==================== cache_refill_ctrl_flat
cache_refill_ctrl_flat/m4.png
The bar under the picture is 20 µm long.
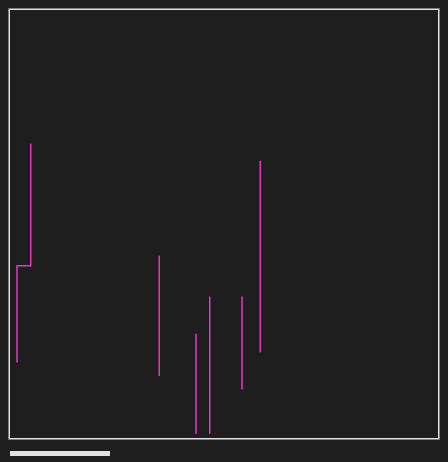

$ cat config.mk
export PLATFORM = sky130hd
export DESIGN_NAME = cache_refill_ctrl_flat
export DESIGN_NICKNAME = d
export VERILOG_FILES = /design/src/rtl/cache_refill_ctrl_if.sv /design/src/rtl/cache_refill_ctrl.sv /design/src/flat_wrapper.sv
export SDC_FILE = /design/constraint.sdc
export NUM_CORES = 1
export LEC_CHECK = 0
export ABC_AREA = 1
export CORE_UTILIZATION = 33
export DETAILED_ROUTE_END_ITERATION = 10
export PLACE_DENSITY = 0.8
export SLEW_MARGIN = 40
export SYNTH_ARGS = -nofsm -noshare
export SYNTH_HDL_FRONTEND = slang
export SYNTH_SLANG_ARGS = --single-unit
export TNS_END_PERCENT = 1
$ cat constraint.sdc
create_clock -name clk_i -period 1.4 [get_ports clk_i]
set_input_delay 0.28 -clock clk_i [delete_from_list [all_inputs] [get_ports clk_i]]
set_output_delay 0.28 -clock clk_i [all_outputs]
set_load 0.03 [all_outputs]
$ cat src/rtl/cache_refill_ctrl_if.sv
// Purpose: bundles the refill request, memory fetch and tag/data SRAM write ports of cache_refill_ctrl.
// Ports: master = request/memory side (drives *_i), slave = refill controller (drives *_o).
// Widths follow the controller parameters; data_addr is {set index, word offset}.
interface cache_refill_ctrl_if #(
    parameter int NUM_WAYS            = 2,
    parameter int ADDR_WIDTH          = 32,
    parameter int DATA_WIDTH          = 32,
    parameter int CLINE_SIZE_WORD     = 4,
    parameter int CLINE_ADDR_WIDTH    = 7,
    parameter int TAG_SRAM_DATA_WIDTH = 32
);
    localparam int DADDR_WIDTH = CLINE_ADDR_WIDTH + $clog2(CLINE_SIZE_WORD);

    // refill request from the lookup stage
    logic                           req_valid_i;
    logic                           req_ready_o;
    logic [ADDR_WIDTH-1:0]          req_addr_i;
    logic [NUM_WAYS-1:0]            req_way_miss_i;
    logic [NUM_WAYS-1:0]            req_way_valid_i;
    // line fetch towards memory
    logic                           mem_req_valid_o;
    logic                           mem_req_ready_i;
    logic [ADDR_WIDTH-1:0]          mem_req_addr_o;
    logic                           mem_rsp_valid_i;
    logic [DATA_WIDTH-1:0]          mem_rsp_data_i;
    // SRAM write ports
    logic [NUM_WAYS-1:0]            data_we_o;
    logic [DADDR_WIDTH-1:0]         data_addr_o;
    logic [DATA_WIDTH-1:0]          data_wdata_o;
    logic [NUM_WAYS-1:0]            tag_we_o;
    logic [CLINE_ADDR_WIDTH-1:0]    tag_addr_o;
    logic [TAG_SRAM_DATA_WIDTH-1:0] tag_wdata_o;
    // status
    logic                           busy_o;
    logic                           done_o;

    modport master (
        output req_valid_i, req_addr_i, req_way_miss_i, req_way_valid_i,
               mem_req_ready_i, mem_rsp_valid_i, mem_rsp_data_i,
        input  req_ready_o, mem_req_valid_o, mem_req_addr_o,
               data_we_o, data_addr_o, data_wdata_o,
               tag_we_o, tag_addr_o, tag_wdata_o, busy_o, done_o
    );

    modport slave (
        input  req_valid_i, req_addr_i, req_way_miss_i, req_way_valid_i,
               mem_req_ready_i, mem_rsp_valid_i, mem_rsp_data_i,
        output req_ready_o, mem_req_valid_o, mem_req_addr_o,
               data_we_o, data_addr_o, data_wdata_o,
               tag_we_o, tag_addr_o, tag_wdata_o, busy_o, done_o
    );
endinterface

$ cat src/rtl/cache_refill_ctrl.sv
// Purpose: cache miss refill - picks a victim way, fetches the line, writes data SRAM words, then commits the valid tag.
// Latency: accept N -> mem_req_valid_o N+1 (N+2 with CACHE_REFILL_TAG_INVAL_EN); done_o at N+2+CLINE_SIZE_WORD with no stalls.
// Backpressure: req_ready_o only in IDLE; fetch address held until mem_req_ready_i; FILL waits for mem_rsp_valid_i.
// Ports: clk_i, rst_i (sync, active high), bus (cache_refill_ctrl_if.slave).
// Optional macro CACHE_REFILL_TAG_INVAL_EN: invalidates the victim tag before fetching so a partial line can never hit.
module cache_refill_ctrl #(
    parameter int NUM_WAYS            = 2,
    parameter int ADDR_WIDTH          = 32,
    parameter int DATA_WIDTH          = 32,
    parameter int CLINE_SIZE_WORD     = 4,
    parameter int CLINE_ADDR_WIDTH    = 7,
    parameter int TAG_SRAM_DATA_WIDTH = 32
) (
    input  logic                 clk_i,
    input  logic                 rst_i,
    cache_refill_ctrl_if.slave   bus
);
    localparam int WORD_W     = $clog2(CLINE_SIZE_WORD);
    localparam int TAG_OFFSET = WORD_W + CLINE_ADDR_WIDTH;
    localparam int TAG_WIDTH  = ADDR_WIDTH - TAG_OFFSET;
    localparam int WAY_W      = (NUM_WAYS > 1) ? $clog2(NUM_WAYS) : 1;

`ifdef CACHE_REFILL_TAG_INVAL_EN
    typedef enum logic [2:0] {S_IDLE, S_HITDONE, S_INVAL, S_MREQ, S_FILL, S_TAG} state_t;
`else
    typedef enum logic [2:0] {S_IDLE, S_HITDONE, S_MREQ, S_FILL, S_TAG} state_t;
`endif

    state_t                      r_state;
    state_t                      w_next;
    logic [CLINE_ADDR_WIDTH-1:0] r_idx;
    logic [TAG_WIDTH-1:0]        r_tag;
    logic [WAY_W-1:0]            r_victim;
    logic                        r_evict;   // victim held a valid line -> advance rr on completion
    logic [WAY_W-1:0]            r_rr;
    logic [WORD_W-1:0]           r_cnt;

    logic [WAY_W-1:0]            w_victim;
    logic [NUM_WAYS-1:0]         w_victim_oh;
    logic                        w_accept;
    logic                        w_hit;
    logic                        w_last;
    logic [WAY_W-1:0]            w_rr_next;
    logic [TAG_SRAM_DATA_WIDTH-1:0] w_tag_entry;
    logic                        w_unused;

    // word offset bits of the miss address are implied by the line-aligned fetch
    assign w_unused    = &{1'b0, bus.req_addr_i[WORD_W-1:0]};

    assign w_accept    = bus.req_valid_i && (r_state == S_IDLE);
    assign w_hit       = ~&bus.req_way_miss_i;
    assign w_last      = (r_cnt == WORD_W'(CLINE_SIZE_WORD - 1));
    assign w_victim_oh = NUM_WAYS'(1) << r_victim;
    assign w_rr_next   = (r_rr == WAY_W'(NUM_WAYS - 1)) ? '0 : r_rr + WAY_W'(1);

    // lowest-index invalid way wins; with every way valid fall back to round robin
    always_comb begin
        w_victim = r_rr;
        for (int i = NUM_WAYS - 1; i >= 0; i--) begin
            if (!bus.req_way_valid_i[i]) w_victim = WAY_W'(i);
        end
    end

    always_comb begin
        w_tag_entry                          = '0;
        w_tag_entry[TAG_SRAM_DATA_WIDTH-1]   = 1'b1;
        w_tag_entry[TAG_WIDTH-1:0]           = r_tag;
    end

    always_ff @(posedge clk_i) begin
        if (rst_i) begin
            r_state  <= S_IDLE;
            r_idx    <= '0;
            r_tag    <= '0;
            r_victim <= '0;
            r_evict  <= 1'b0;
            r_rr     <= '0;
            r_cnt    <= '0;
        end else begin
            r_state <= w_next;
            if (w_accept) begin
                r_idx    <= bus.req_addr_i[TAG_OFFSET-1 -: CLINE_ADDR_WIDTH];
                r_tag    <= bus.req_addr_i[ADDR_WIDTH-1:TAG_OFFSET];
                r_victim <= w_victim;
                r_evict  <= &bus.req_way_valid_i;
            end
            if (r_state == S_FILL && bus.mem_rsp_valid_i) begin
                r_cnt <= w_last ? '0 : r_cnt + WORD_W'(1);
            end
            if (r_state == S_TAG && r_evict) begin
                r_rr <= w_rr_next;
            end
        end
    end

    always_comb begin
        w_next              = r_state;
        bus.req_ready_o     = 1'b0;
        bus.mem_req_valid_o = 1'b0;
        bus.mem_req_addr_o  = '0;
        bus.data_we_o       = '0;
        bus.data_addr_o     = '0;
        bus.data_wdata_o    = '0;
        bus.tag_we_o        = '0;
        bus.tag_addr_o      = '0;
        bus.tag_wdata_o     = '0;
        bus.busy_o          = (r_state != S_IDLE);
        bus.done_o          = 1'b0;
        case (r_state)
            S_IDLE: begin
                bus.req_ready_o = 1'b1;
                if (bus.req_valid_i) begin
`ifdef CACHE_REFILL_TAG_INVAL_EN
                    w_next = w_hit ? S_HITDONE : S_INVAL;
`else
                    w_next = w_hit ? S_HITDONE : S_MREQ;
`endif
                end
            end
            S_HITDONE: begin
                bus.done_o = 1'b1;
                w_next     = S_IDLE;
            end
`ifdef CACHE_REFILL_TAG_INVAL_EN
            S_INVAL: begin
                // all-zero entry clears the valid bit while the line is being overwritten
                bus.tag_we_o   = w_victim_oh;
                bus.tag_addr_o = r_idx;
                w_next         = S_MREQ;
            end
`endif
            S_MREQ: begin
                bus.mem_req_valid_o = 1'b1;
                bus.mem_req_addr_o  = {r_tag, r_idx, {WORD_W{1'b0}}};
                if (bus.mem_req_ready_i) w_next = S_FILL;
            end
            S_FILL: begin
                if (bus.mem_rsp_valid_i) begin
                    bus.data_we_o    = w_victim_oh;
                    bus.data_addr_o  = {r_idx, r_cnt};
                    bus.data_wdata_o = bus.mem_rsp_data_i;
                    if (w_last) w_next = S_TAG;
                end
            end
            S_TAG: begin
                bus.tag_we_o    = w_victim_oh;
                bus.tag_addr_o  = r_idx;
                bus.tag_wdata_o = w_tag_entry;
                bus.done_o      = 1'b1;
                w_next          = S_IDLE;
            end
            default: w_next = S_IDLE;
        endcase
    end
endmodule

$ cat src/flat_wrapper.sv
// flat-port wrapper written by rule: the top's interface ports become plain ports
module cache_refill_ctrl_flat 
#(
    parameter int NUM_WAYS            = 2,
    parameter int ADDR_WIDTH          = 32,
    parameter int DATA_WIDTH          = 32,
    parameter int CLINE_SIZE_WORD     = 4,
    parameter int CLINE_ADDR_WIDTH    = 7,
    parameter int TAG_SRAM_DATA_WIDTH = 32
)
  (clk_i, rst_i, bus_req_valid_i, bus_req_addr_i, bus_req_way_miss_i, bus_req_way_valid_i, bus_mem_req_ready_i, bus_mem_rsp_valid_i, bus_mem_rsp_data_i, bus_req_ready_o, bus_mem_req_valid_o, bus_mem_req_addr_o, bus_data_we_o, bus_data_addr_o, bus_data_wdata_o, bus_tag_we_o, bus_tag_addr_o, bus_tag_wdata_o, bus_busy_o, bus_done_o);
  cache_refill_ctrl_if #(.NUM_WAYS(NUM_WAYS), .ADDR_WIDTH(ADDR_WIDTH), .DATA_WIDTH(DATA_WIDTH), .CLINE_SIZE_WORD(CLINE_SIZE_WORD), .CLINE_ADDR_WIDTH(CLINE_ADDR_WIDTH), .TAG_SRAM_DATA_WIDTH(TAG_SRAM_DATA_WIDTH)) bus_i ();
  input  logic clk_i;
  input  logic rst_i;
  input wire logic [$bits(bus_i.req_valid_i)-1:0] bus_req_valid_i;
  input wire logic [$bits(bus_i.req_addr_i)-1:0] bus_req_addr_i;
  input wire logic [$bits(bus_i.req_way_miss_i)-1:0] bus_req_way_miss_i;
  input wire logic [$bits(bus_i.req_way_valid_i)-1:0] bus_req_way_valid_i;
  input wire logic [$bits(bus_i.mem_req_ready_i)-1:0] bus_mem_req_ready_i;
  input wire logic [$bits(bus_i.mem_rsp_valid_i)-1:0] bus_mem_rsp_valid_i;
  input wire logic [$bits(bus_i.mem_rsp_data_i)-1:0] bus_mem_rsp_data_i;
  output wire logic [$bits(bus_i.req_ready_o)-1:0] bus_req_ready_o;
  output wire logic [$bits(bus_i.mem_req_valid_o)-1:0] bus_mem_req_valid_o;
  output wire logic [$bits(bus_i.mem_req_addr_o)-1:0] bus_mem_req_addr_o;
  output wire logic [$bits(bus_i.data_we_o)-1:0] bus_data_we_o;
  output wire logic [$bits(bus_i.data_addr_o)-1:0] bus_data_addr_o;
  output wire logic [$bits(bus_i.data_wdata_o)-1:0] bus_data_wdata_o;
  output wire logic [$bits(bus_i.tag_we_o)-1:0] bus_tag_we_o;
  output wire logic [$bits(bus_i.tag_addr_o)-1:0] bus_tag_addr_o;
  output wire logic [$bits(bus_i.tag_wdata_o)-1:0] bus_tag_wdata_o;
  output wire logic [$bits(bus_i.busy_o)-1:0] bus_busy_o;
  output wire logic [$bits(bus_i.done_o)-1:0] bus_done_o;
  assign bus_i.req_valid_i = bus_req_valid_i;
  assign bus_i.req_addr_i = bus_req_addr_i;
  assign bus_i.req_way_miss_i = bus_req_way_miss_i;
  assign bus_i.req_way_valid_i = bus_req_way_valid_i;
  assign bus_i.mem_req_ready_i = bus_mem_req_ready_i;
  assign bus_i.mem_rsp_valid_i = bus_mem_rsp_valid_i;
  assign bus_i.mem_rsp_data_i = bus_mem_rsp_data_i;
  assign bus_req_ready_o = bus_i.req_ready_o;
  assign bus_mem_req_valid_o = bus_i.mem_req_valid_o;
  assign bus_mem_req_addr_o = bus_i.mem_req_addr_o;
  assign bus_data_we_o = bus_i.data_we_o;
  assign bus_data_addr_o = bus_i.data_addr_o;
  assign bus_data_wdata_o = bus_i.data_wdata_o;
  assign bus_tag_we_o = bus_i.tag_we_o;
  assign bus_tag_addr_o = bus_i.tag_addr_o;
  assign bus_tag_wdata_o = bus_i.tag_wdata_o;
  assign bus_busy_o = bus_i.busy_o;
  assign bus_done_o = bus_i.done_o;
  cache_refill_ctrl #(.NUM_WAYS(NUM_WAYS), .ADDR_WIDTH(ADDR_WIDTH), .DATA_WIDTH(DATA_WIDTH), .CLINE_SIZE_WORD(CLINE_SIZE_WORD), .CLINE_ADDR_WIDTH(CLINE_ADDR_WIDTH), .TAG_SRAM_DATA_WIDTH(TAG_SRAM_DATA_WIDTH)) u_core (.clk_i(clk_i), .rst_i(rst_i), .bus(bus_i));
endmodule
==================== meas_scheduler
[config.mk]
export PLATFORM = sky130hd
export DESIGN_NAME = meas_scheduler
export DESIGN_NICKNAME = d
export VERILOG_FILES = /design/src/rtl/meas_scheduler.sv
export SDC_FILE = /design/constraint.sdc
export NUM_CORES = 1
export LEC_CHECK = 0
export ABC_CLOCK_PERIOD_IN_PS = 4400
export CAP_MARGIN = 20
export CORE_MARGIN = 4
export CORE_UTILIZATION = 50
export CTS_CLUSTER_DIAMETER = 40
export DETAILED_ROUTE_END_ITERATION = 7
export HOLD_SLACK_MARGIN = 0.06
export MAX_ROUTING_LAYER = met4
export PLACE_DENSITY_LB_ADDON = 0.05
export SLEW_MARGIN = 20
export SYNTH_ARGS = -nofsm -noshare
export SYNTH_HDL_FRONTEND = slang
export SYNTH_SLANG_ARGS = --single-unit
[constraint.sdc]
create_clock -name clk_in -period 4.4 [get_ports clk_in]
set_input_delay 0.44 -clock clk_in [delete_from_list [all_inputs] [get_ports clk_in]]
set_output_delay 0.44 -clock clk_in [all_outputs]
set_load 0.01 [all_outputs]
[src/rtl/meas_scheduler.sv]
// meas_scheduler: mask-driven round-robin sequencer for the 8-channel
// frequency counter; emits a {header, count} frame per gate window.
module meas_scheduler #(
  parameter int unsigned GATE_TICKS = 4,
  parameter logic [3:0]  HDR_TAG    = 4'hA
) (
  input  logic       clk_in,
  input  logic       reset,
  input  logic       tick,
  input  logic [7:0] chan_mask,
  input  logic [7:0] count_in,
  input  logic       tx_ready,
  output logic [2:0] sel,
  output logic       cnt_clr,
  output logic       gate,
  output logic       tx_valid,
  output logic [7:0] tx_data,
  output logic       round_done
);

  typedef enum logic [2:0] {
    S_IDLE,
    S_CLEAR,
    S_ARM,
    S_GATE,
    S_LATCH,
    S_HDR,
    S_CNT
  } state_t;

  state_t     r_state;
  state_t     w_state;
  logic [2:0] r_sel;
  logic [2:0] w_sel;
  logic [2:0] r_last;
  logic [2:0] w_last;
  logic [3:0] r_tcnt;
  logic [3:0] w_tcnt;
  logic [7:0] r_result;
  logic [7:0] w_result;
  logic [7:0] r_tx_data;
  logic [7:0] w_tx_data;
  logic       r_cnt_clr;
  logic       r_gate;
  logic       r_tx_valid;
  logic       w_hs;
  logic [2:0] w_idx;
  logic [2:0] w_pick;
  logic       w_found;
  logic [2:0] w_top;
  logic       w_any;

  // Circular search for the next enabled channel after the last one served.
  always_comb begin
    w_idx   = '0;
    w_pick  = r_last;
    w_found = 1'b0;
    for (int i = 1; i <= 8; i++) begin
      w_idx = r_last + 3'(i);
      if (!w_found && chan_mask[w_idx]) begin
        w_pick  = w_idx;
        w_found = 1'b1;
      end
    end
  end

  always_comb begin
    w_top = '0;
    for (int i = 0; i < 8; i++) begin
      if (chan_mask[i]) begin
        w_top = 3'(i);
      end
    end
  end

  assign w_any = |chan_mask;
  assign w_hs  = r_tx_valid & tx_ready;

  always_comb begin
    w_state   = r_state;
    w_sel     = r_sel;
    w_last    = r_last;
    w_tcnt    = r_tcnt;
    w_result  = r_result;
    w_tx_data = r_tx_data;
    unique case (r_state)
      S_IDLE: begin
        if (w_found) begin
          w_sel   = w_pick;
          w_state = S_CLEAR;
        end
      end
      S_CLEAR: begin
        w_state = S_ARM;
      end
      S_ARM: begin
        if (tick) begin
          w_tcnt  = '0;
          w_state = S_GATE;
        end
      end
      S_GATE: begin
        if (tick) begin
          w_tcnt = r_tcnt + 4'd1;
          if (w_tcnt == 4'(GATE_TICKS)) begin
            w_state = S_LATCH;
          end
        end
      end
      S_LATCH: begin
        // Counter has had a full cycle to settle after gate fell.
        w_result  = count_in;
        w_tx_data = {HDR_TAG, 1'b0, r_sel};
        w_state   = S_HDR;
      end
      S_HDR: begin
        if (w_hs) begin
          w_tx_data = r_result;
          w_state   = S_CNT;
        end
      end
      S_CNT: begin
        if (w_hs) begin
          w_last  = r_sel;
          w_state = S_IDLE;
        end
      end
      default: begin
        w_state = S_IDLE;
      end
    endcase
  end

  always_ff @(posedge clk_in or negedge reset) begin
    if (!reset) begin
      r_state    <= S_IDLE;
      r_sel      <= '0;
      r_last     <= 3'd7;
      r_tcnt     <= '0;
      r_result   <= '0;
      r_tx_data  <= '0;
      r_cnt_clr  <= 1'b0;
      r_gate     <= 1'b0;
      r_tx_valid <= 1'b0;
    end else begin
      r_state    <= w_state;
      r_sel      <= w_sel;
      r_last     <= w_last;
      r_tcnt     <= w_tcnt;
      r_result   <= w_result;
      r_tx_data  <= w_tx_data;
      r_cnt_clr  <= (w_state == S_CLEAR);
      r_gate     <= (w_state == S_GATE);
      r_tx_valid <= (w_state == S_HDR) || (w_state == S_CNT);
    end
  end

  assign sel      = r_sel;
  assign cnt_clr  = r_cnt_clr;
  assign gate     = r_gate;
  assign tx_valid = r_tx_valid;
  assign tx_data  = r_tx_data;

  // Flags the count-byte handshake of the top enabled channel.
  assign round_done = w_hs & (r_state == S_CNT) & w_any & (r_sel == w_top);

endmodule

==================== led_bank_arbiter
## config.mk

```make
export PLATFORM = sky130hd
export DESIGN_NAME = led_bank_arbiter
export DESIGN_NICKNAME = d
export VERILOG_FILES = /design/src/rtl/led_bank_arbiter.sv
export SDC_FILE = /design/constraint.sdc
export NUM_CORES = 1
export LEC_CHECK = 0
export CORE_MARGIN = 2
export CORE_UTILIZATION = 54
export CTS_CLUSTER_DIAMETER = 50
export DETAILED_ROUTE_END_ITERATION = 8
export PLACE_DENSITY = 0.79
export SETUP_SLACK_MARGIN = 0.02
export SYNTH_ARGS = -nofsm -noshare
export SYNTH_HDL_FRONTEND = slang
export SYNTH_SLANG_ARGS = --single-unit
```

## constraint.sdc

```tcl
create_clock -name bank1_3v3_xtal_in -period 2.3 [get_ports bank1_3v3_xtal_in]
set_input_delay 0.46 -clock bank1_3v3_xtal_in [delete_from_list [all_inputs] [get_ports bank1_3v3_xtal_in]]
set_output_delay 0.46 -clock bank1_3v3_xtal_in [all_outputs]
set_load 0.01 [all_outputs]
```

## src/rtl/led_bank_arbiter.sv

```systemverilog
// Round-robin owner of the user LED bank. A requester holds the bank for at
// most HOLD_CYCLES cycles. The bank then stays dark for GAP_CYCLES cycles,
// with at least one IDLE cycle, before the next owner is chosen. LEDs are
// active-low, so all-ones means dark.
module led_bank_arbiter #(
  parameter int NUM_REQ     = 4,
  parameter int LED_W       = 6,
  parameter int HOLD_CYCLES = 13_500_000,
  parameter int GAP_CYCLES  = 270_000,
  parameter int CNT_W       = 25
) (
  input  logic                       bank1_3v3_xtal_in,
  input  logic                       bank3_1v8_sys_rst,
  input  logic [NUM_REQ-1:0]         req,
  input  logic [NUM_REQ*LED_W-1:0]   pattern,
  output logic [NUM_REQ-1:0]         grant,
  output logic [$clog2(NUM_REQ)-1:0] owner,
  output logic                       busy,
  output logic                       expired,
  output logic [LED_W-1:0]           bank3_1v8_led
);

  localparam int OWNER_W = $clog2(NUM_REQ);
  localparam logic [CNT_W-1:0] HOLD_LAST = CNT_W'(HOLD_CYCLES - 1);
  localparam logic [CNT_W-1:0] GAP_LAST  = CNT_W'(GAP_CYCLES - 1);
  localparam logic [LED_W-1:0] LED_DARK  = '1;

  typedef enum logic [1:0] {
    IDLE = 2'd0,
    HOLD = 2'd1,
    GAP  = 2'd2
  } state_t;

  state_t               state, state_nx;
  logic [CNT_W-1:0]     cnt, cnt_nx;
  logic [OWNER_W-1:0]   last_owner, last_owner_nx;
  logic [NUM_REQ-1:0]   grant_nx;
  logic [OWNER_W-1:0]   owner_nx;
  logic                 busy_nx;
  logic                 expired_nx;
  logic [LED_W-1:0]     led_nx;

  logic                 win_found;
  logic [OWNER_W-1:0]   win_idx;
  logic [OWNER_W-1:0]   scan_idx;
  logic [LED_W-1:0]     pat_arr [NUM_REQ];

  // Split the flat pattern bus into one entry per source.
  for (genvar g = 0; g < NUM_REQ; g++) begin : g_pat
    assign pat_arr[g] = pattern[g*LED_W +: LED_W];
  end

  // Round-robin pick: the first active request after the last owner, wrapping.
  always_comb begin
    win_found = 1'b0;
    win_idx   = '0;
    scan_idx  = '0;
    for (int i = 1; i <= NUM_REQ; i++) begin
      scan_idx = OWNER_W'((int'(last_owner) + i) % NUM_REQ);
      if (!win_found && req[scan_idx]) begin
        win_found = 1'b1;
        win_idx   = scan_idx;
      end
    end
  end

  // Next-state and registered-output logic for the IDLE/HOLD/GAP cycle.
  always_comb begin
    state_nx      = state;
    cnt_nx        = cnt;
    last_owner_nx = last_owner;
    grant_nx      = grant;
    owner_nx      = owner;
    busy_nx       = busy;
    expired_nx    = 1'b0;
    led_nx        = bank3_1v8_led;

    unique case (state)
      IDLE: begin
        led_nx   = LED_DARK;
        grant_nx = '0;
        busy_nx  = 1'b0;
        if (win_found) begin
          grant_nx = NUM_REQ'(1) << win_idx;
          owner_nx = win_idx;
          busy_nx  = 1'b1;
          led_nx   = pat_arr[win_idx];
          cnt_nx   = '0;
          state_nx = HOLD;
        end
      end

      HOLD: begin
        led_nx = pat_arr[owner];
        if (!req[owner] || cnt == HOLD_LAST) begin
          // A dropped request wins over a simultaneous terminal count.
          expired_nx    = req[owner];
          grant_nx      = '0;
          led_nx        = LED_DARK;
          last_owner_nx = owner;
          cnt_nx        = '0;
          state_nx      = GAP;
        end else begin
          cnt_nx = cnt + CNT_W'(1);
        end
      end

      GAP: begin
        led_nx   = LED_DARK;
        grant_nx = '0;
        busy_nx  = 1'b1;
        if (cnt == GAP_LAST) begin
          cnt_nx   = '0;
          busy_nx  = 1'b0;
          state_nx = IDLE;
        end else begin
          cnt_nx = cnt + CNT_W'(1);
        end
      end

      default: begin
        state_nx = IDLE;
        grant_nx = '0;
        busy_nx  = 1'b0;
        led_nx   = LED_DARK;
        cnt_nx   = '0;
      end
    endcase
  end

  // State and output registers. After reset, source 0 has top priority.
  always_ff @(posedge bank1_3v3_xtal_in or posedge bank3_1v8_sys_rst) begin
    if (bank3_1v8_sys_rst) begin
      state         <= IDLE;
      cnt           <= '0;
      last_owner    <= OWNER_W'(NUM_REQ - 1);
      grant         <= '0;
      owner         <= '0;
      busy          <= 1'b0;
      expired       <= 1'b0;
      bank3_1v8_led <= LED_DARK;
    end else begin
      state         <= state_nx;
      cnt           <= cnt_nx;
      last_owner    <= last_owner_nx;
      grant         <= grant_nx;
      owner         <= owner_nx;
      busy          <= busy_nx;
      expired       <= expired_nx;
      bank3_1v8_led <= led_nx;
    end
  end

endmodule

```

==================== cfg_shadow_bank
**config.mk**
```make
export PLATFORM = sky130hd
export DESIGN_NAME = cfg_shadow_bank
export DESIGN_NICKNAME = d
export VERILOG_FILES = /design/src/rtl/cfg_shadow_bank.sv
export SDC_FILE = /design/constraint.sdc
export NUM_CORES = 1
export LEC_CHECK = 0
export ABC_AREA = 1
export CAP_MARGIN = 10
export CORE_MARGIN = 4
export CORE_UTILIZATION = 30
export DETAILED_ROUTE_END_ITERATION = 12
export PLACE_DENSITY = 0.47
export SLEW_MARGIN = 0
export SYNTH_ARGS = -nofsm -noshare
export SYNTH_HDL_FRONTEND = slang
export SYNTH_SLANG_ARGS = --single-unit
export TNS_END_PERCENT = 10
```
**constraint.sdc**
```tcl
create_clock -name i_clk -period 2.2 [get_ports i_clk]
set_input_delay 0.22 -clock i_clk [delete_from_list [all_inputs] [get_ports i_clk]]
set_output_delay 0.22 -clock i_clk [all_outputs]
set_load 0.01 [all_outputs]
```
**src/rtl/cfg_shadow_bank.sv**
```systemverilog
// Multi-channel configuration-constant bank: software writes a shadow copy, which is copied to the active copy on a commit aligned to a sync strobe.
// Optional readback port guarded by CFG_SHADOW_BANK_READBACK_EN.
module cfg_shadow_bank #(
    parameter int unsigned N          = 4,
    parameter int unsigned WIDTH      = 10,
    parameter int unsigned INIT_VALUE = 0,
    parameter int unsigned INIT_STEP  = 0,
    localparam int unsigned ADDR_W    = (N > 1) ? $clog2(N) : 1
) (
    input  logic                 i_clk,
    input  logic                 i_rst,
    input  logic                 i_wr_valid,
    output logic                 o_wr_ready,
    input  logic [ADDR_W-1:0]    i_wr_addr,
    input  logic [WIDTH-1:0]     i_wr_data,
    input  logic                 i_commit,
    input  logic                 i_sync,
    input  logic                 i_restore,
    output logic                 o_pending,
    output logic                 o_commit_done,
    output logic                 o_err,
`ifdef CFG_SHADOW_BANK_READBACK_EN
    input  logic [ADDR_W-1:0]    i_rd_addr,
    output logic [WIDTH-1:0]     o_rd_shadow,
    output logic                 o_rd_diff,
`endif
    output logic [N*WIDTH-1:0]   o_active
);

    typedef enum logic [0:0] {
        ST_IDLE    = 1'b0,
        ST_PENDING = 1'b1
    } state_t;

    typedef logic [N-1:0][WIDTH-1:0] bank_t;

    // Per-channel default: (INIT_VALUE + k*INIT_STEP) in 32-bit arithmetic, truncated to WIDTH
    function automatic bank_t init_defaults();
        bank_t       d;
        logic [31:0] v;
        d = '0;
        for (int unsigned k = 0; k < N; k++) begin
            v = 32'(INIT_VALUE) + 32'(k) * 32'(INIT_STEP);
            d[ADDR_W'(k)] = WIDTH'(v);
        end
        return d;
    endfunction

    localparam bank_t DEFAULTS = init_defaults();

    state_t state_q;
    state_t state_d;
    bank_t  shadow_q;
    bank_t  active_q;
    bank_t  shadow_fwd_c;
    logic   xfer_c;
    logic   wr_fire_c;
    logic   wr_in_range_c;

    assign wr_in_range_c = 32'(i_wr_addr) < N;
    assign wr_fire_c     = i_wr_valid && (state_q == ST_IDLE) && !i_restore;

    // Next-state and transfer decision; restore overrides any commit/sync activity
    always_comb begin
        state_d = state_q;
        xfer_c  = 1'b0;
        unique case (state_q)
            ST_IDLE: begin
                if (i_commit) begin
                    if (i_sync) begin
                        xfer_c = 1'b1;
                    end else begin
                        state_d = ST_PENDING;
                    end
                end
            end
            ST_PENDING: begin
                if (i_sync) begin
                    xfer_c  = 1'b1;
                    state_d = ST_IDLE;
                end
            end
            default: state_d = ST_IDLE;
        endcase
        if (i_restore) begin
            state_d = ST_IDLE;
            xfer_c  = 1'b0;
        end
    end

    // Shadow image including this cycle's write, so a same-cycle commit picks it up
    always_comb begin
        shadow_fwd_c = shadow_q;
        if (wr_fire_c && wr_in_range_c) begin
            shadow_fwd_c[i_wr_addr] = i_wr_data;
        end
    end

    always_ff @(posedge i_clk) begin
        if (i_rst) begin
            state_q <= ST_IDLE;
        end else begin
            state_q <= state_d;
        end
    end

    always_ff @(posedge i_clk) begin
        if (i_rst || i_restore) begin
            shadow_q <= DEFAULTS;
            active_q <= DEFAULTS;
        end else begin
            shadow_q <= shadow_fwd_c;
            if (xfer_c) begin
                active_q <= shadow_fwd_c;
            end
        end
    end

    always_ff @(posedge i_clk) begin
        if (i_rst) begin
            o_wr_ready    <= 1'b1;
            o_pending     <= 1'b0;
            o_commit_done <= 1'b0;
            o_err         <= 1'b0;
        end else begin
            o_wr_ready    <= (state_d == ST_IDLE);
            o_pending     <= (state_d == ST_PENDING);
            o_commit_done <= xfer_c;
            if (i_restore) begin
                o_err <= 1'b0;
            end else if (wr_fire_c && !wr_in_range_c) begin
                o_err <= 1'b1;
            end
        end
    end

    assign o_active = active_q;

`ifdef CFG_SHADOW_BANK_READBACK_EN
    logic rd_in_range_c;
    assign rd_in_range_c = 32'(i_rd_addr) < N;

    // Registered readback of the shadow and its divergence from the active copy
    always_ff @(posedge i_clk) begin
        if (i_rst) begin
            o_rd_shadow <= '0;
            o_rd_diff   <= 1'b0;
        end else if (rd_in_range_c) begin
            o_rd_shadow <= shadow_q[i_rd_addr];
            o_rd_diff   <= (shadow_q[i_rd_addr] != active_q[i_rd_addr]);
        end else begin
            o_rd_shadow <= '0;
            o_rd_diff   <= 1'b0;
        end
    end
`endif

endmodule

```
cache_refill_ctrl_flat/sizing.png
The bar under the picture is 20 µm long.
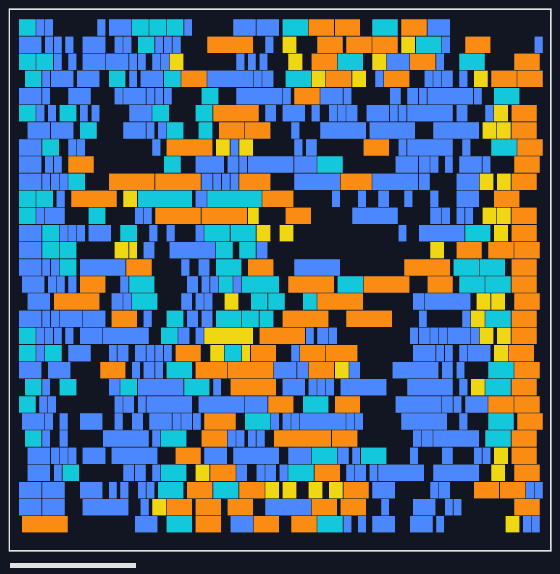
| colour | size | cells |
|---|---|---|
| cyan | x3 and x4 | 92 |
| yellow | x2 | 46 |
| blue | x1 and smaller | 344 |
| orange | x6 and larger | 103 |

About cache_refill_ctrl_flat/m4.png:
wire length on this layer: 173 µm
nets with wire on the layer: 6

==> results.yml, cache_refill_ctrl_flat <==
# flow metrics
status:
  status: "complete, but fails checks"
  violations: "setup timing"
clocking:
  cts.sinks: 38
  cts_setup_buffers: 1
  clk_pin_slew_ns: 0.07
  max-clock-path-buffers: 2
  cts_tree: "built"
yosys:
  top_area_frac: 0.329
  ys_ff: 38
  synth_cell_types: 22
  synth.logic.top_family: "simple AND/OR/NAND/NOR gates"
  synth.most_common_cell: "nor2_1"
  synthCells: 390
  largest_area_cell: "dfxtp_1"
  edf_count: 0
  area_leaders: "dfxtp_1 33%, nor2_1 28%, nand2_1 7.5%"
  ys_sh_simple: 0.408
  ys_area_mm2: 0.00231
  adder_share: 0.00541
  aoi_share: 0.0822
  syn_area_mm2: 0.00231
cells_and_area:
  nonClkBufAreaFrac: 0.455
  logic_area_mm2: 0.00157
  stdcell_count: 681
  num_antenna_cells: 0
  clock_area_frac: 0.0182
  sh_comb_area: 0.314
  signal_buffers: 211
  inv_count: 45
  drive_gt1_frac: 0.412
  nClkBuffers: 7
  sh_seq_area: 0.154
worst_setup_path:
  crit_slowest_cell: "dfxtp_2"
  cp-startpoint: "u_core.r_state[1]$_SDFFE_PP0P_"
  worst-path-buf-inv: 5
  critical_path_arrival_ns: 1.44
  endpoint_kind: "output port"
  r2r-start: "u_core.r_state[2]$_SDFFE_PP0P_"
  reg2reg_to: "u_core.r_evict$_SDFFE_PP0P_"
  critPathKind: "reg2out"
  critPathCapture: "bus_mem_req_addr_o[22]"
  cp_max_fo: 11
detailed_routing:
  dr.pass1.iters: 4
  drt_wl_total_um: 8120
  drc: 0
  ant_nets: 0
  wl_met2_um: 4400
sta:
  setup_ws_ns: -0.315
  finalCritPeriodShare: 1.23
  setup_violations: 110
power_and_ir_drop:
  clk-power_uw: 776
  p_per_area_mw_per_mm2: 964
  combinationalPower_mw: 2.62
  vdd_drop_max_mv: 0.433
  pwr-share-seq: 0.296
floorplanning:
  die_x_um: 85.8
  core_area_mm2: 0.00679
  taps: 96
  rows: 30
worst_hold_path:
  hp-class: "reg2reg"
  worstHoldPathCells: 2
  min_from: "u_core.r_rr$_SDFFE_PP0P_"
global_route:
  grt.busiest_layer: "met2"
  grt_pass1_vias: 3022
  globalRoute.totalOverflow: 0
placement:
  dpl_cell_area_mm2: 0.00454
[cache_refill_ctrl_flat: sequential cells by signal, indices dropped and copies added, names as in the netlist]
signal,cells
u_core.r_cnt,2
u_core.r_rr,1
u_core.r_tag,23
u_core.r_state,3
u_core.r_evict,1
u_core.r_idx,7
u_core.r_victim,1
[cache_refill_ctrl_flat: stage by stage]
step                      total power [mW]  setup TNS, ns   util
after floorplan                       2.95         -17.30      -
after CTS                             4.80         -31.77  0.729
after global placement                3.86         -11.98  0.668
after detailed placement              3.91         -13.30  0.668
final                                 4.83         -30.99  0.737
after global routing                  5.14         -39.69  0.737
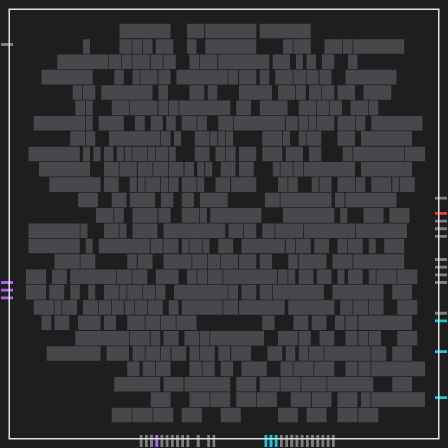
led_bank_arbiter/pinout.png
Pins as bars across the die edge, other pins in grey.
| colour | port | pins | direction | edge |
|---|---|---|---|---|
| cyan | bank3_1v8_led | 6 | output | 3 bottom, 3 right |
| purple | req | 4 | input | 3 left, 1 bottom |
| red | expired | 1 | output | right |

==> results.yml, led_bank_arbiter <==
# flow metrics
status:
  status: "finished clean"
yosys:
  ys_sh_simple: 0.249
  largest_area_cell: "dfrtp_1"
  ys_sh_mux: 0.0647
  top_area_frac: 0.314
  synthCells: 296
  syn_area_mm2: 0.00279
  yosys-stat-cells: 296
  ys_area_mm2: 0.00279
  area_leaders: "dfrtp_1 31%, dfstp_2 7.5%, a21oi_1 5.9%"
  aoi_share: 0.184
  synth_nets: 330
detailed_routing:
  ant_nets: 0
  drt_wl_total_um: 7310
  dr.pass1.iters: 5
  wl_met1_um: 3200
  routedWlPerCell_um: 16.9
  via_per_inst: 6.12
worst_setup_path:
  rrSetupSlack_ns: 0.17
  worst-path-buf-inv: 1
  cp-startpoint: "req[0]"
  critical_path_arrival_ns: 2.42
floorplanning:
  die_x_um: 75.8
  io_pins: 44
  die_y_um: 75.8
  rows: 26
  chipArea_mm2: 0.00575
cells_and_area:
  regMostFlops: "cnt"
  seqCellArea_mm2: 0.00109
  nonClkBufAreaFrac: 0.192
  largest_reg_flops: 25
  drive_gt1_frac: 0.196
  fillers: 390
  final_cell_mix: "43 x clkdlybuf4s50_1, 35 x dfrtp_1, 33 x a21oi_1"
  utilization: 0.715
  mostFrequentLayoutCell: "clkdlybuf4s50_1"
power_and_ir_drop:
  maxPowerGroup: "combinational cells"
  vdd_drop_max_mv: 0.723
  combinationalPower_mw: 1.74
  power.leakage_nw: 1.43
  power_frac_comb: 0.514
  clkPwrFrac: 0.182
  p_int_mw: 2.14
global_route:
  grt_max_degree: 44
  use_met3: 0.0450
  antenna_found_initial: 0
  grt.busiest_layer: "met2"
  grt_usage: 0.267
  globalRoute.totalOverflow: 0
  grt_pass1_vias: 2394
  grt_use_met2: 0.426
clocking:
  cts_hold_buf: 0
  max-clock-path-buffers: 2
  cts.sinks: 43
  cts_buffers: 5
  clk_pin_slew_ns: 0.08
  insertion_delay_ns: 0.30
sta:
  tns_ns: 0
  setup_ws_ns: 0.101
  hold_viol: 0
job:
  maxCapViolations: 0
worst_hold_path:
  hp-class: "reg2reg"
  min_from: "grant[2]$_DFFE_PP0P_"
-- led_bank_arbiter: per-stage QoR --
stage	total power, mW	cell area, µm²	hold slack, ns	cells
floorplan	2.06	2790	0.497	296
global placement	2.69	3470	0.459	424
detailed placement	2.75	3470	0.465	424
CTS	3.37	3590	0.483	432
global route	3.60	3600	0.529	432
finish	3.39	3600	0.481	432
-- led_bank_arbiter: worst register-to-register path: stages, from the launching register on --
cell and delay [ns]:
dfrtp_1 0.43, or4b_4 0.57, nor3_4 0.23, a31oi_4 0.16
o21ai_2 0.31, buf_4 0.23, a21oi_1 0.09
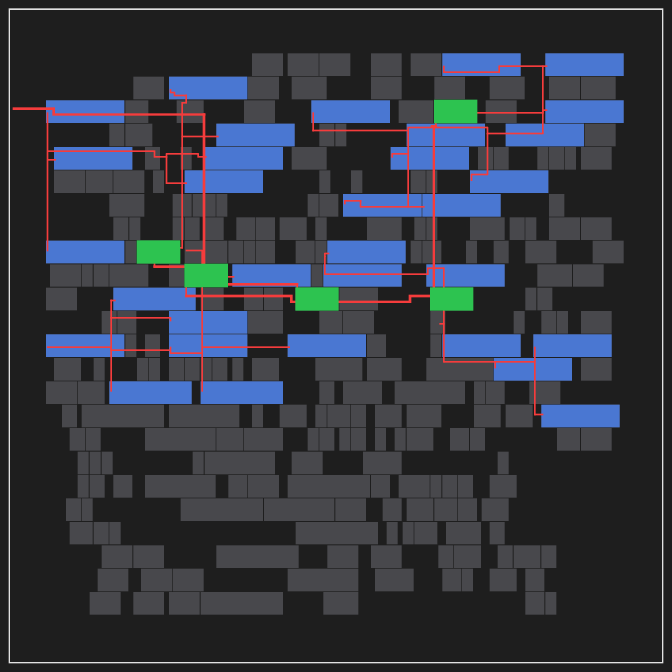
meas_scheduler/clock_wires.png
[blue] flip-flops | count: 32
[green] clock-net drivers | count: 5
[red] clock wires | length: 393 µm
routed clock nets: 6
clock power share: 0.244
clock group power: 229 µW
clock latency (worst-skew pair): 0.28 ns

==> results.yml, meas_scheduler <==
# flow metrics
detailed_routing:
  drc: 0
  drt_wl_total_um: 5210
  wl_met2_um: 2350
  via_per_inst: 5.97
worst_hold_path:
  min_from: "r_result[6]$_DFFE_PN0P_"
  worstHoldPathCells: 2
  hp-class: "reg2reg"
yosys:
  ys_sh_mux: 0.228
  synth.logic.top_family: "multiplexers"
  synth_nets: 249
  async_flop_share: 1.00
  top_area_frac: 0.317
  common_cells: "29 x dfrtp_1, 27 x nand2_1, 18 x o21ai_0"
  synthCells: 226
  edf_count: 0
  ff_type: "dfrtp_1"
  ys_area_mm2: 0.00229
cells_and_area:
  final_cell_mix: "34 x clkdlybuf4s50_1, 29 x dfrtp_1, 27 x nand2_1"
  fillers: 363
  logic_area_mm2: 0.00138
status:
  status: "finished clean"
global_route:
  grt_usage: 0.206
  grt_max_degree: 33
  globalRoute.totalOverflow: 0
clocking:
  cts-root-buf: "clkbuf_8"
  max-clock-path-buffers: 2
sta:
  setup_ws_ns: 1.28
worst_setup_path:
  critical_path_arrival_ns: 3.27
  worst-path-buf-inv: 1
  cp_max_fo: 15
power_and_ir_drop:
  p_sw_frac: 0.321
meas_scheduler: registers in the layout (all words and copies together), names as in the netlist:
signal,flops
tx_valid,1
r_tcnt,4
tx_data,8
sel,3
r_state,3
r_result,8
gate,1
r_last,3
cnt_clr,1
meas_scheduler: metal layers:
| layer | GRT usage | vias to the layer above |
|---|---|---|
| met1 | 0.292 | 892 |
| met2 | 0.296 | 53 |
| met5 | - | - |
| li1 | - | 905 |
| met3 | 0.0541 | 6 |
| met4 | 0.0466 | 0 |
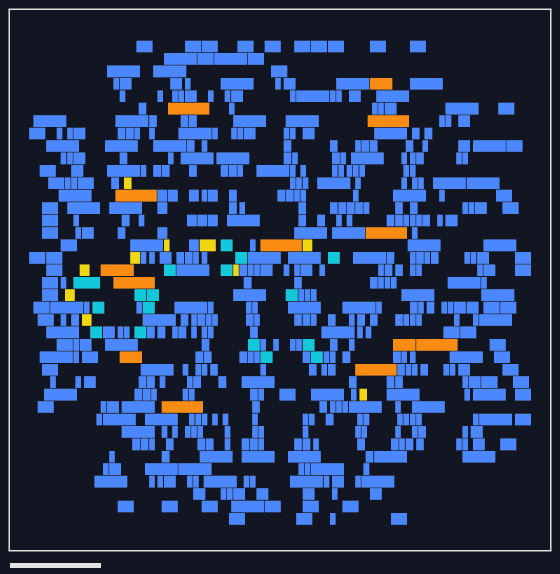
cfg_shadow_bank/sizing.png
The bar under the picture is 20 µm long.
| colour | size | cells |
|---|---|---|
| blue | x1 and smaller | 528 |
| orange | x6 and larger | 13 |
| yellow | x2 | 10 |
| cyan | x3 and x4 | 17 |
Signal buffers: 77
Finished Cell Area: 0.00468 mm²
synthesis-to-finish area growth: 28.6%
PnR worst setup slack: 0.587 ns

==> results.yml, cfg_shadow_bank <==
# flow metrics
clocking:
  cts.sinks: 83
cells_and_area:
  nClkBuffers: 13
  seqCellArea_mm2: 0.00166
  drive_gt1_frac: 0.0704
  sh_seq_area: 0.355
  nonClkBufAreaFrac: 0.158
  sh_comb_area: 0.350
job:
  warning_count: 26
  maxCapViolations: 0
global_route:
  globalRoute.totalOverflow: 0
  grt_pass1_vias: 3220
status:
  status: "finished clean"
detailed_routing:
  routedWlPerCell_um: 14.0
worst_setup_path:
  critical_path_arrival_ns: 1.90
  rrSetupSlack_ns: 0.75
  crit_slowest_cell: "clkdlybuf4s50_1"
  reg2reg_to: "o_active[18]$_SDFFE_PP0P_"
  cp_common_cell: "nand2_1"
power_and_ir_drop:
  power.leakage_nw: 2.05
  vdd_drop_max_mv: 0.303
  total_power_mw: 3.37
yosys:
  synth_seq_share: 0.457
  yosys-stat-cells: 510
  synth_nets: 528
placement:
  placed_cells: 696
floorplanning:
  die_x_um: 118
sta:
  rsz0062_at_grt: "no"
-- cfg_shadow_bank: worst reg2reg max path, stage by stage (launching register included) --
cell	delay, ns
dfxtp_1	0.33
nor2_2	0.15
nand2_1	0.11
inv_2	0.41
nand2_1	0.17
nand3_1	0.12
nand2_1	0.06
inv_1	0.05
-- cfg_shadow_bank: per-layer routing --
metal,track usage,vias up,part of all wire
met5,0,-,0
met4,0.0593,0,0.0094
met3,0.0358,7,0.069
met2,0.221,96,0.44
met1,0.202,1486,0.48
li1,-,1744,-

==================== wave_analyzer
--- src/rtl/wave_analyzer.sv ---
// wave_analyzer: receive-side measurement block for a DDS waveform.
// It recovers the DDS tuning word, the period and the peak amplitudes of a
// signed sampled waveform such as a sine, sawtooth or square wave.
//
// How a measurement works:
//   - A hysteresis zone tracker turns the samples into rising events
//     (zone LOW -> HIGH).
//   - The FSM waits in ARM for a rising event, which starts a measurement.
//   - It stays in MEASURE until 2^AVG_LOG2 more rising events have been seen.
//   - DIVIDE then runs a serial division to get 2^(32+AVG_LOG2) / total.
//   - DONE publishes the results for one clock.
//
// Ports:
//   clk, rst    : clock and synchronous active-high reset.
//   wave_in     : signed input sample; it is used only while wave_valid = 1.
//   wave_valid  : sample qualifier.
//   freq_word   : measured tuning word (2^32 = one cycle per sample).
//   period      : number of valid samples spanning 2^AVG_LOG2 periods.
//   peak_max    : signed maximum over the last measurement window.
//   peak_min    : signed minimum over the last measurement window.
//   meas_valid  : one-cycle pulse when the results update.
//   no_signal   : level; high after 2^TIMEOUT_LOG2 valid samples pass
//                 with no rising event.
//   busy        : high while in MEASURE or DIVIDE.
module wave_analyzer #(
  parameter int WAVE_WIDTH   = 16,
  parameter int HYST         = 256,
  parameter int AVG_LOG2     = 2,
  parameter int TIMEOUT_LOG2 = 24
) (
  input  logic                         clk,
  input  logic                         rst,
  input  logic signed [WAVE_WIDTH-1:0] wave_in,
  input  logic                         wave_valid,
  output logic [31:0]                  freq_word,
  output logic [31:0]                  period,
  output logic signed [WAVE_WIDTH-1:0] peak_max,
  output logic signed [WAVE_WIDTH-1:0] peak_min,
  output logic                         meas_valid,
  output logic                         no_signal,
  output logic                         busy
);

  localparam int DIV_STEPS = 33 + AVG_LOG2;
  localparam int DCW       = $clog2(DIV_STEPS);

  localparam logic signed [WAVE_WIDTH-1:0] HYST_POS = WAVE_WIDTH'(HYST);
  localparam logic signed [WAVE_WIDTH-1:0] HYST_NEG = WAVE_WIDTH'(-HYST);
  localparam logic [AVG_LOG2:0]            EDGE_N   = (AVG_LOG2+1)'(64'd1 << AVG_LOG2);
  localparam logic [TIMEOUT_LOG2:0]        TMO_LIM  = (TIMEOUT_LOG2+1)'(64'd1 << TIMEOUT_LOG2);
  localparam logic [DCW-1:0]               DIV_LAST = DCW'(DIV_STEPS - 1);

  typedef enum logic [1:0] {S_ARM, S_MEASURE, S_DIVIDE, S_DONE} state_t;
  typedef enum logic [1:0] {Z_UNKNOWN, Z_LOW, Z_HIGH} zone_t;

  state_t                        state_q;
  zone_t                         zone_q, zone_d;
  logic [31:0]                   freq_word_q, period_q;
  logic signed [WAVE_WIDTH-1:0]  peak_max_q, peak_min_q;
  logic signed [WAVE_WIDTH-1:0]  run_max_q, run_min_q;
  logic                          meas_valid_q, no_signal_q;
  logic [TIMEOUT_LOG2:0]         tmo_cnt_q;
  logic [AVG_LOG2:0]             edge_cnt_q;
  logic [31:0]                   span_q;
  logic [31:0]                   total_q;
  logic [31:0]                   rem_q, quo_q;
  logic [DCW-1:0]                div_cnt_q;

  logic                          sample_high, sample_low, rising, timeout;
  logic [TIMEOUT_LOG2:0]         tmo_inc;
  logic [AVG_LOG2:0]             edge_inc;
  logic [31:0]                   span_inc;
  logic [32:0]                   rem_shift;
  logic                          quo_bit;
  logic [31:0]                   rem_d;

  assign sample_high = wave_valid && (wave_in >= HYST_POS);
  assign sample_low  = wave_valid && (wave_in <= HYST_NEG);
  // A LOW -> HIGH move is an event; UNKNOWN -> HIGH is not.
  assign rising      = sample_high && (zone_q == Z_LOW);

  always_comb begin
    zone_d = zone_q;
    if (sample_high) begin
      zone_d = Z_HIGH;
    end else if (sample_low) begin
      zone_d = Z_LOW;
    end
  end

  assign tmo_inc  = tmo_cnt_q + 1'b1;
  assign edge_inc = edge_cnt_q + 1'b1;
  assign span_inc = span_q + 32'd1;
  // A rising event in the same sample takes priority over the timeout.
  assign timeout  = wave_valid && !rising && (tmo_inc == TMO_LIM);

  // Restoring division. The dividend 2^(32+AVG_LOG2) contributes a single
  // 1 bit, on the first step; every later step shifts in a zero. The
  // remainder always stays below total, so 32 bits are enough to hold it.
  assign rem_shift = {rem_q, (div_cnt_q == '0)};
  assign quo_bit   = (rem_shift >= {1'b0, total_q});
  assign rem_d     = quo_bit ? 32'(rem_shift - {1'b0, total_q}) : rem_shift[31:0];

  always_ff @(posedge clk) begin
    if (rst) begin
      state_q      <= S_ARM;
      zone_q       <= Z_UNKNOWN;
      freq_word_q  <= '0;
      period_q     <= '0;
      peak_max_q   <= '0;
      peak_min_q   <= '0;
      run_max_q    <= '0;
      run_min_q    <= '0;
      meas_valid_q <= 1'b0;
      no_signal_q  <= 1'b0;
      tmo_cnt_q    <= '0;
      edge_cnt_q   <= '0;
      span_q       <= '0;
      total_q      <= '0;
      rem_q        <= '0;
      quo_q        <= '0;
      div_cnt_q    <= '0;
    end else begin
      meas_valid_q <= 1'b0;
      zone_q       <= zone_d;
      case (state_q)
        S_ARM, S_MEASURE: begin
          if (timeout) begin
            // The signal was lost: abandon any partial measurement.
            tmo_cnt_q   <= '0;
            no_signal_q <= 1'b1;
            freq_word_q <= '0;
            period_q    <= '0;
            state_q     <= S_ARM;
          end else if (wave_valid) begin
            if (rising) begin
              tmo_cnt_q <= '0;
            end else begin
              tmo_cnt_q <= tmo_inc;
            end
            if (state_q == S_ARM) begin
              if (rising) begin
                span_q     <= '0;
                edge_cnt_q <= '0;
                run_max_q  <= wave_in;
                run_min_q  <= wave_in;
                state_q    <= S_MEASURE;
              end
            end else begin
              // span_q counts valid samples since the start sample.
              span_q <= span_inc;
              if (wave_in > run_max_q) begin
                run_max_q <= wave_in;
              end
              if (wave_in < run_min_q) begin
                run_min_q <= wave_in;
              end
              if (rising) begin
                edge_cnt_q <= edge_inc;
                if (edge_inc == EDGE_N) begin
                  total_q   <= span_inc;
                  rem_q     <= '0;
                  quo_q     <= '0;
                  div_cnt_q <= '0;
                  state_q   <= S_DIVIDE;
                end
              end
            end
          end
        end
        S_DIVIDE: begin
          rem_q     <= rem_d;
          quo_q     <= {quo_q[30:0], quo_bit};
          div_cnt_q <= div_cnt_q + 1'b1;
          if (div_cnt_q == DIV_LAST) begin
            state_q <= S_DONE;
          end
        end
        S_DONE: begin
          freq_word_q  <= quo_q;
          period_q     <= total_q;
          peak_max_q   <= run_max_q;
          peak_min_q   <= run_min_q;
          meas_valid_q <= 1'b1;
          no_signal_q  <= 1'b0;
          tmo_cnt_q    <= '0;
          state_q      <= S_ARM;
        end
        default: state_q <= S_ARM;
      endcase
    end
  end

  assign freq_word  = freq_word_q;
  assign period     = period_q;
  assign peak_max   = peak_max_q;
  assign peak_min   = peak_min_q;
  assign meas_valid = meas_valid_q;
  assign no_signal  = no_signal_q;
  assign busy       = (state_q == S_MEASURE) || (state_q == S_DIVIDE);

endmodule

--- config.mk ---
export PLATFORM = sky130hd
export DESIGN_NAME = wave_analyzer
export DESIGN_NICKNAME = d
export VERILOG_FILES = /design/src/rtl/wave_analyzer.sv
export SDC_FILE = /design/constraint.sdc
export NUM_CORES = 1
export LEC_CHECK = 0
export CORE_MARGIN = 2
export CORE_UTILIZATION = 50
export DETAILED_ROUTE_END_ITERATION = 8
export DONT_BUFFER_PORTS = 1
export SLEW_MARGIN = 5
export SYNTH_ARGS = -nofsm -noshare
export SYNTH_HDL_FRONTEND = slang
export SYNTH_SLANG_ARGS = --single-unit
--- constraint.sdc ---
create_clock -name clk -period 5.8 [get_ports clk]
set_input_delay 0.87 -clock clk [delete_from_list [all_inputs] [get_ports clk]]
set_output_delay 0.87 -clock clk [all_outputs]
set_load 0.02 [all_outputs]
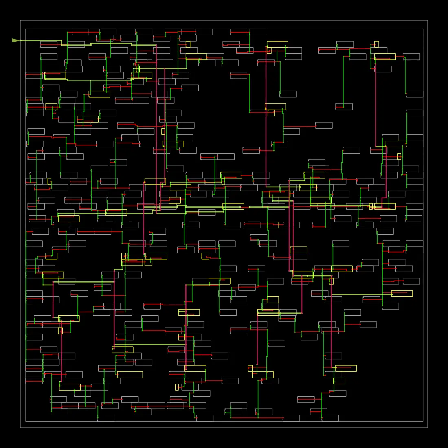
wave_analyzer/clock_nets.png
skew final: 0.0134 ns
clock group power: 2.14 mW

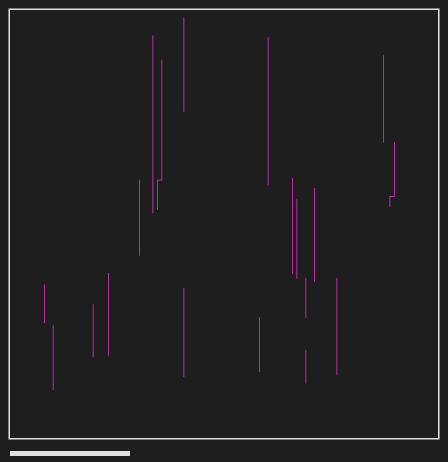
wave_analyzer/m4.png
The bar under the picture is 50 µm long.
longest straight run: 73.4 µm
share of all routed wire: 1.8%
wire length on this layer: 671 µm
vias after detailed routing: 12,500
Detailed Route WL: 36,400 µm

==> results.yml <==
# flow metrics
sta:
  tns_ns: 0
  fin_crit_ns: 4.22
  finalMaxSlewViolations: 0
  hold_slack_ns: 0.434
job:
  warning_count: 36
global_route:
  grt_max_degree: 230
  grt_pass1_wl_um: 59900
  globalRoute.totalOverflow: 0
  grt_usage: 0.229
cells_and_area:
  drive_gt1_frac: 0.0542
  syn_to_final_growth_pct: 8.31
  seqCellArea_mm2: 0.00593
  sh_seq_area: 0.363
  nets: 1880
  logic_gates: 1346
  signal_buffers: 15
  stdcell_count: 2199
  logic_area_mm2: 0.00836
  sh_comb_area: 0.511
  mostFrequentLayoutCell: "dfxtp_1"
  top_area_cell_class: "multi-input combinational cells"
power_and_ir_drop:
  p_seq_mw: 2.12
  power.leakage_nw: 5.99
  p_sw_mw: 1.27
  combinationalPower_uw: 529
  pwr-share-seq: 0.443
  maxPowerGroup: "the clock network"
  clkPwrFrac: 0.446
worst_hold_path:
  min_from: "rst"
  worstHoldPathCells: 1
  hold-path-endpoint: "peak_min[1]$_SDFFE_PP0P_"
  hp-class: "in2reg"
detailed_routing:
  drc: 0
  drt_iter0_drc: 848
yosys:
  ys_sh_mux: 0.0599
  edf_count: 0
  syn_area_mm2: 0.0151
  adder_share: 0.0643
  synth_cell_types: 72
placement:
  numPortBuffers: 0
  place_congestion: 0.871
  placed_cells: 2137
floorplanning:
  taps: 390
  io_pins: 118
  die_x_um: 178
worst_setup_path:
  reg2reg_to: "period[23]$_SDFFE_PP0P_"
  rrSetupSlack_ns: 1.58
  startpoint_type: "flop"
  cp-startpoint: "tmo_cnt_q[0]$_SDFFE_PP0P_"
  critical_path_arrival_ns: 4.66
  r2r-start: "tmo_cnt_q[0]$_SDFFE_PP0P_"
clocking:
  cts_buffers: 35
  cts-root-buf: "clkbuf_16"
  cts_setup_buffers: 0
status:
  status: "finished clean"
[routing by layer]
metal	routed length [µm]	vias up	global-route usage
li1	-	6348	-
met3	2050	50	0.0486
met2	16500	226	0.374
met5	0	-	0
met4	670	0	0.0526
met1	17200	5884	0.308
[critical path, cell delays in order, from the launching register on]
cell	delay, ns
dfxtp_1	0.46
ha_1	0.32
nand3_4	0.14
nor4_1	0.74
nand3_1	0.16
a22oi_1	0.24
and4_1	0.29
nand3_2	0.14
nor2_2	0.25
a22o_2	0.47
buf_4	0.54
nand3_1	0.18
a21oi_1	0.17


==> gallery <==
Ports around the boundary.
Pins as bars across the die edge, other pins in grey.
picture 1
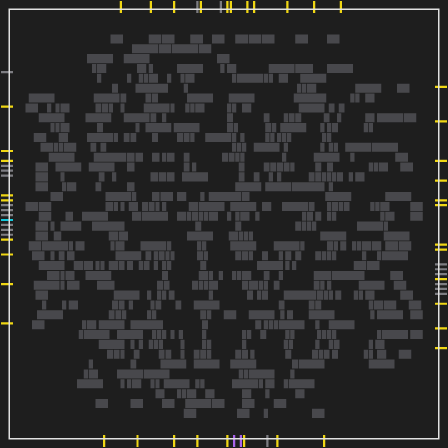
picture 2
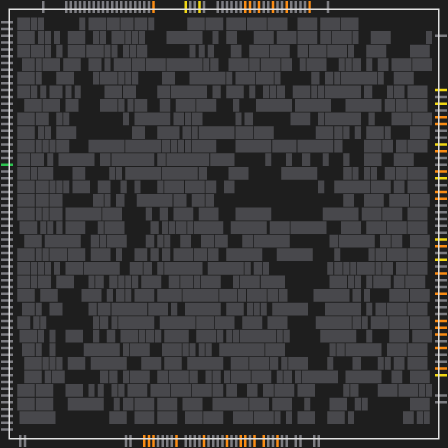
picture 3
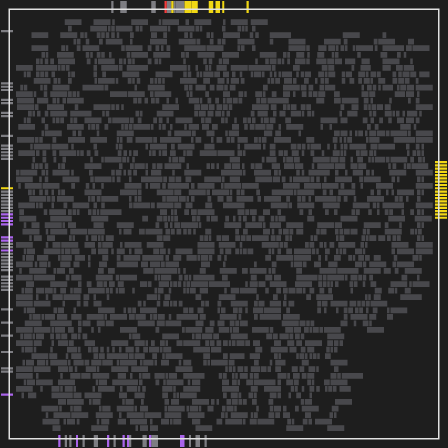
picture 4
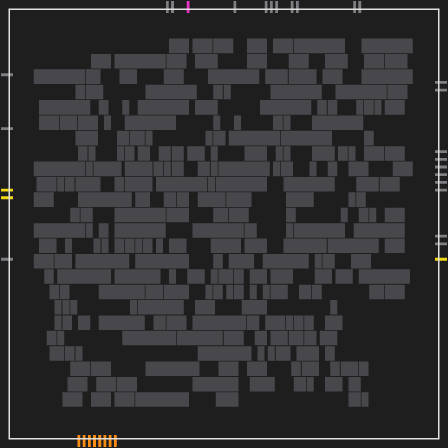
cfg_shadow_bank: picture 1
meas_scheduler: picture 4
wave_analyzer: picture 3
cache_refill_ctrl_flat: picture 2
The one with the fewest pins is picture 4.
The one with the most pins is picture 2.

Key to picture 4:
| colour | port | pins | direction | edge |
|---|---|---|---|---|
| magenta | gate | 1 | output | top |
| yellow | sel | 3 | output | 2 left, 1 right |
| orange | chan_mask | 8 | input | bottom |

No activity file was given, so power comes from the tool's default toggle rates.
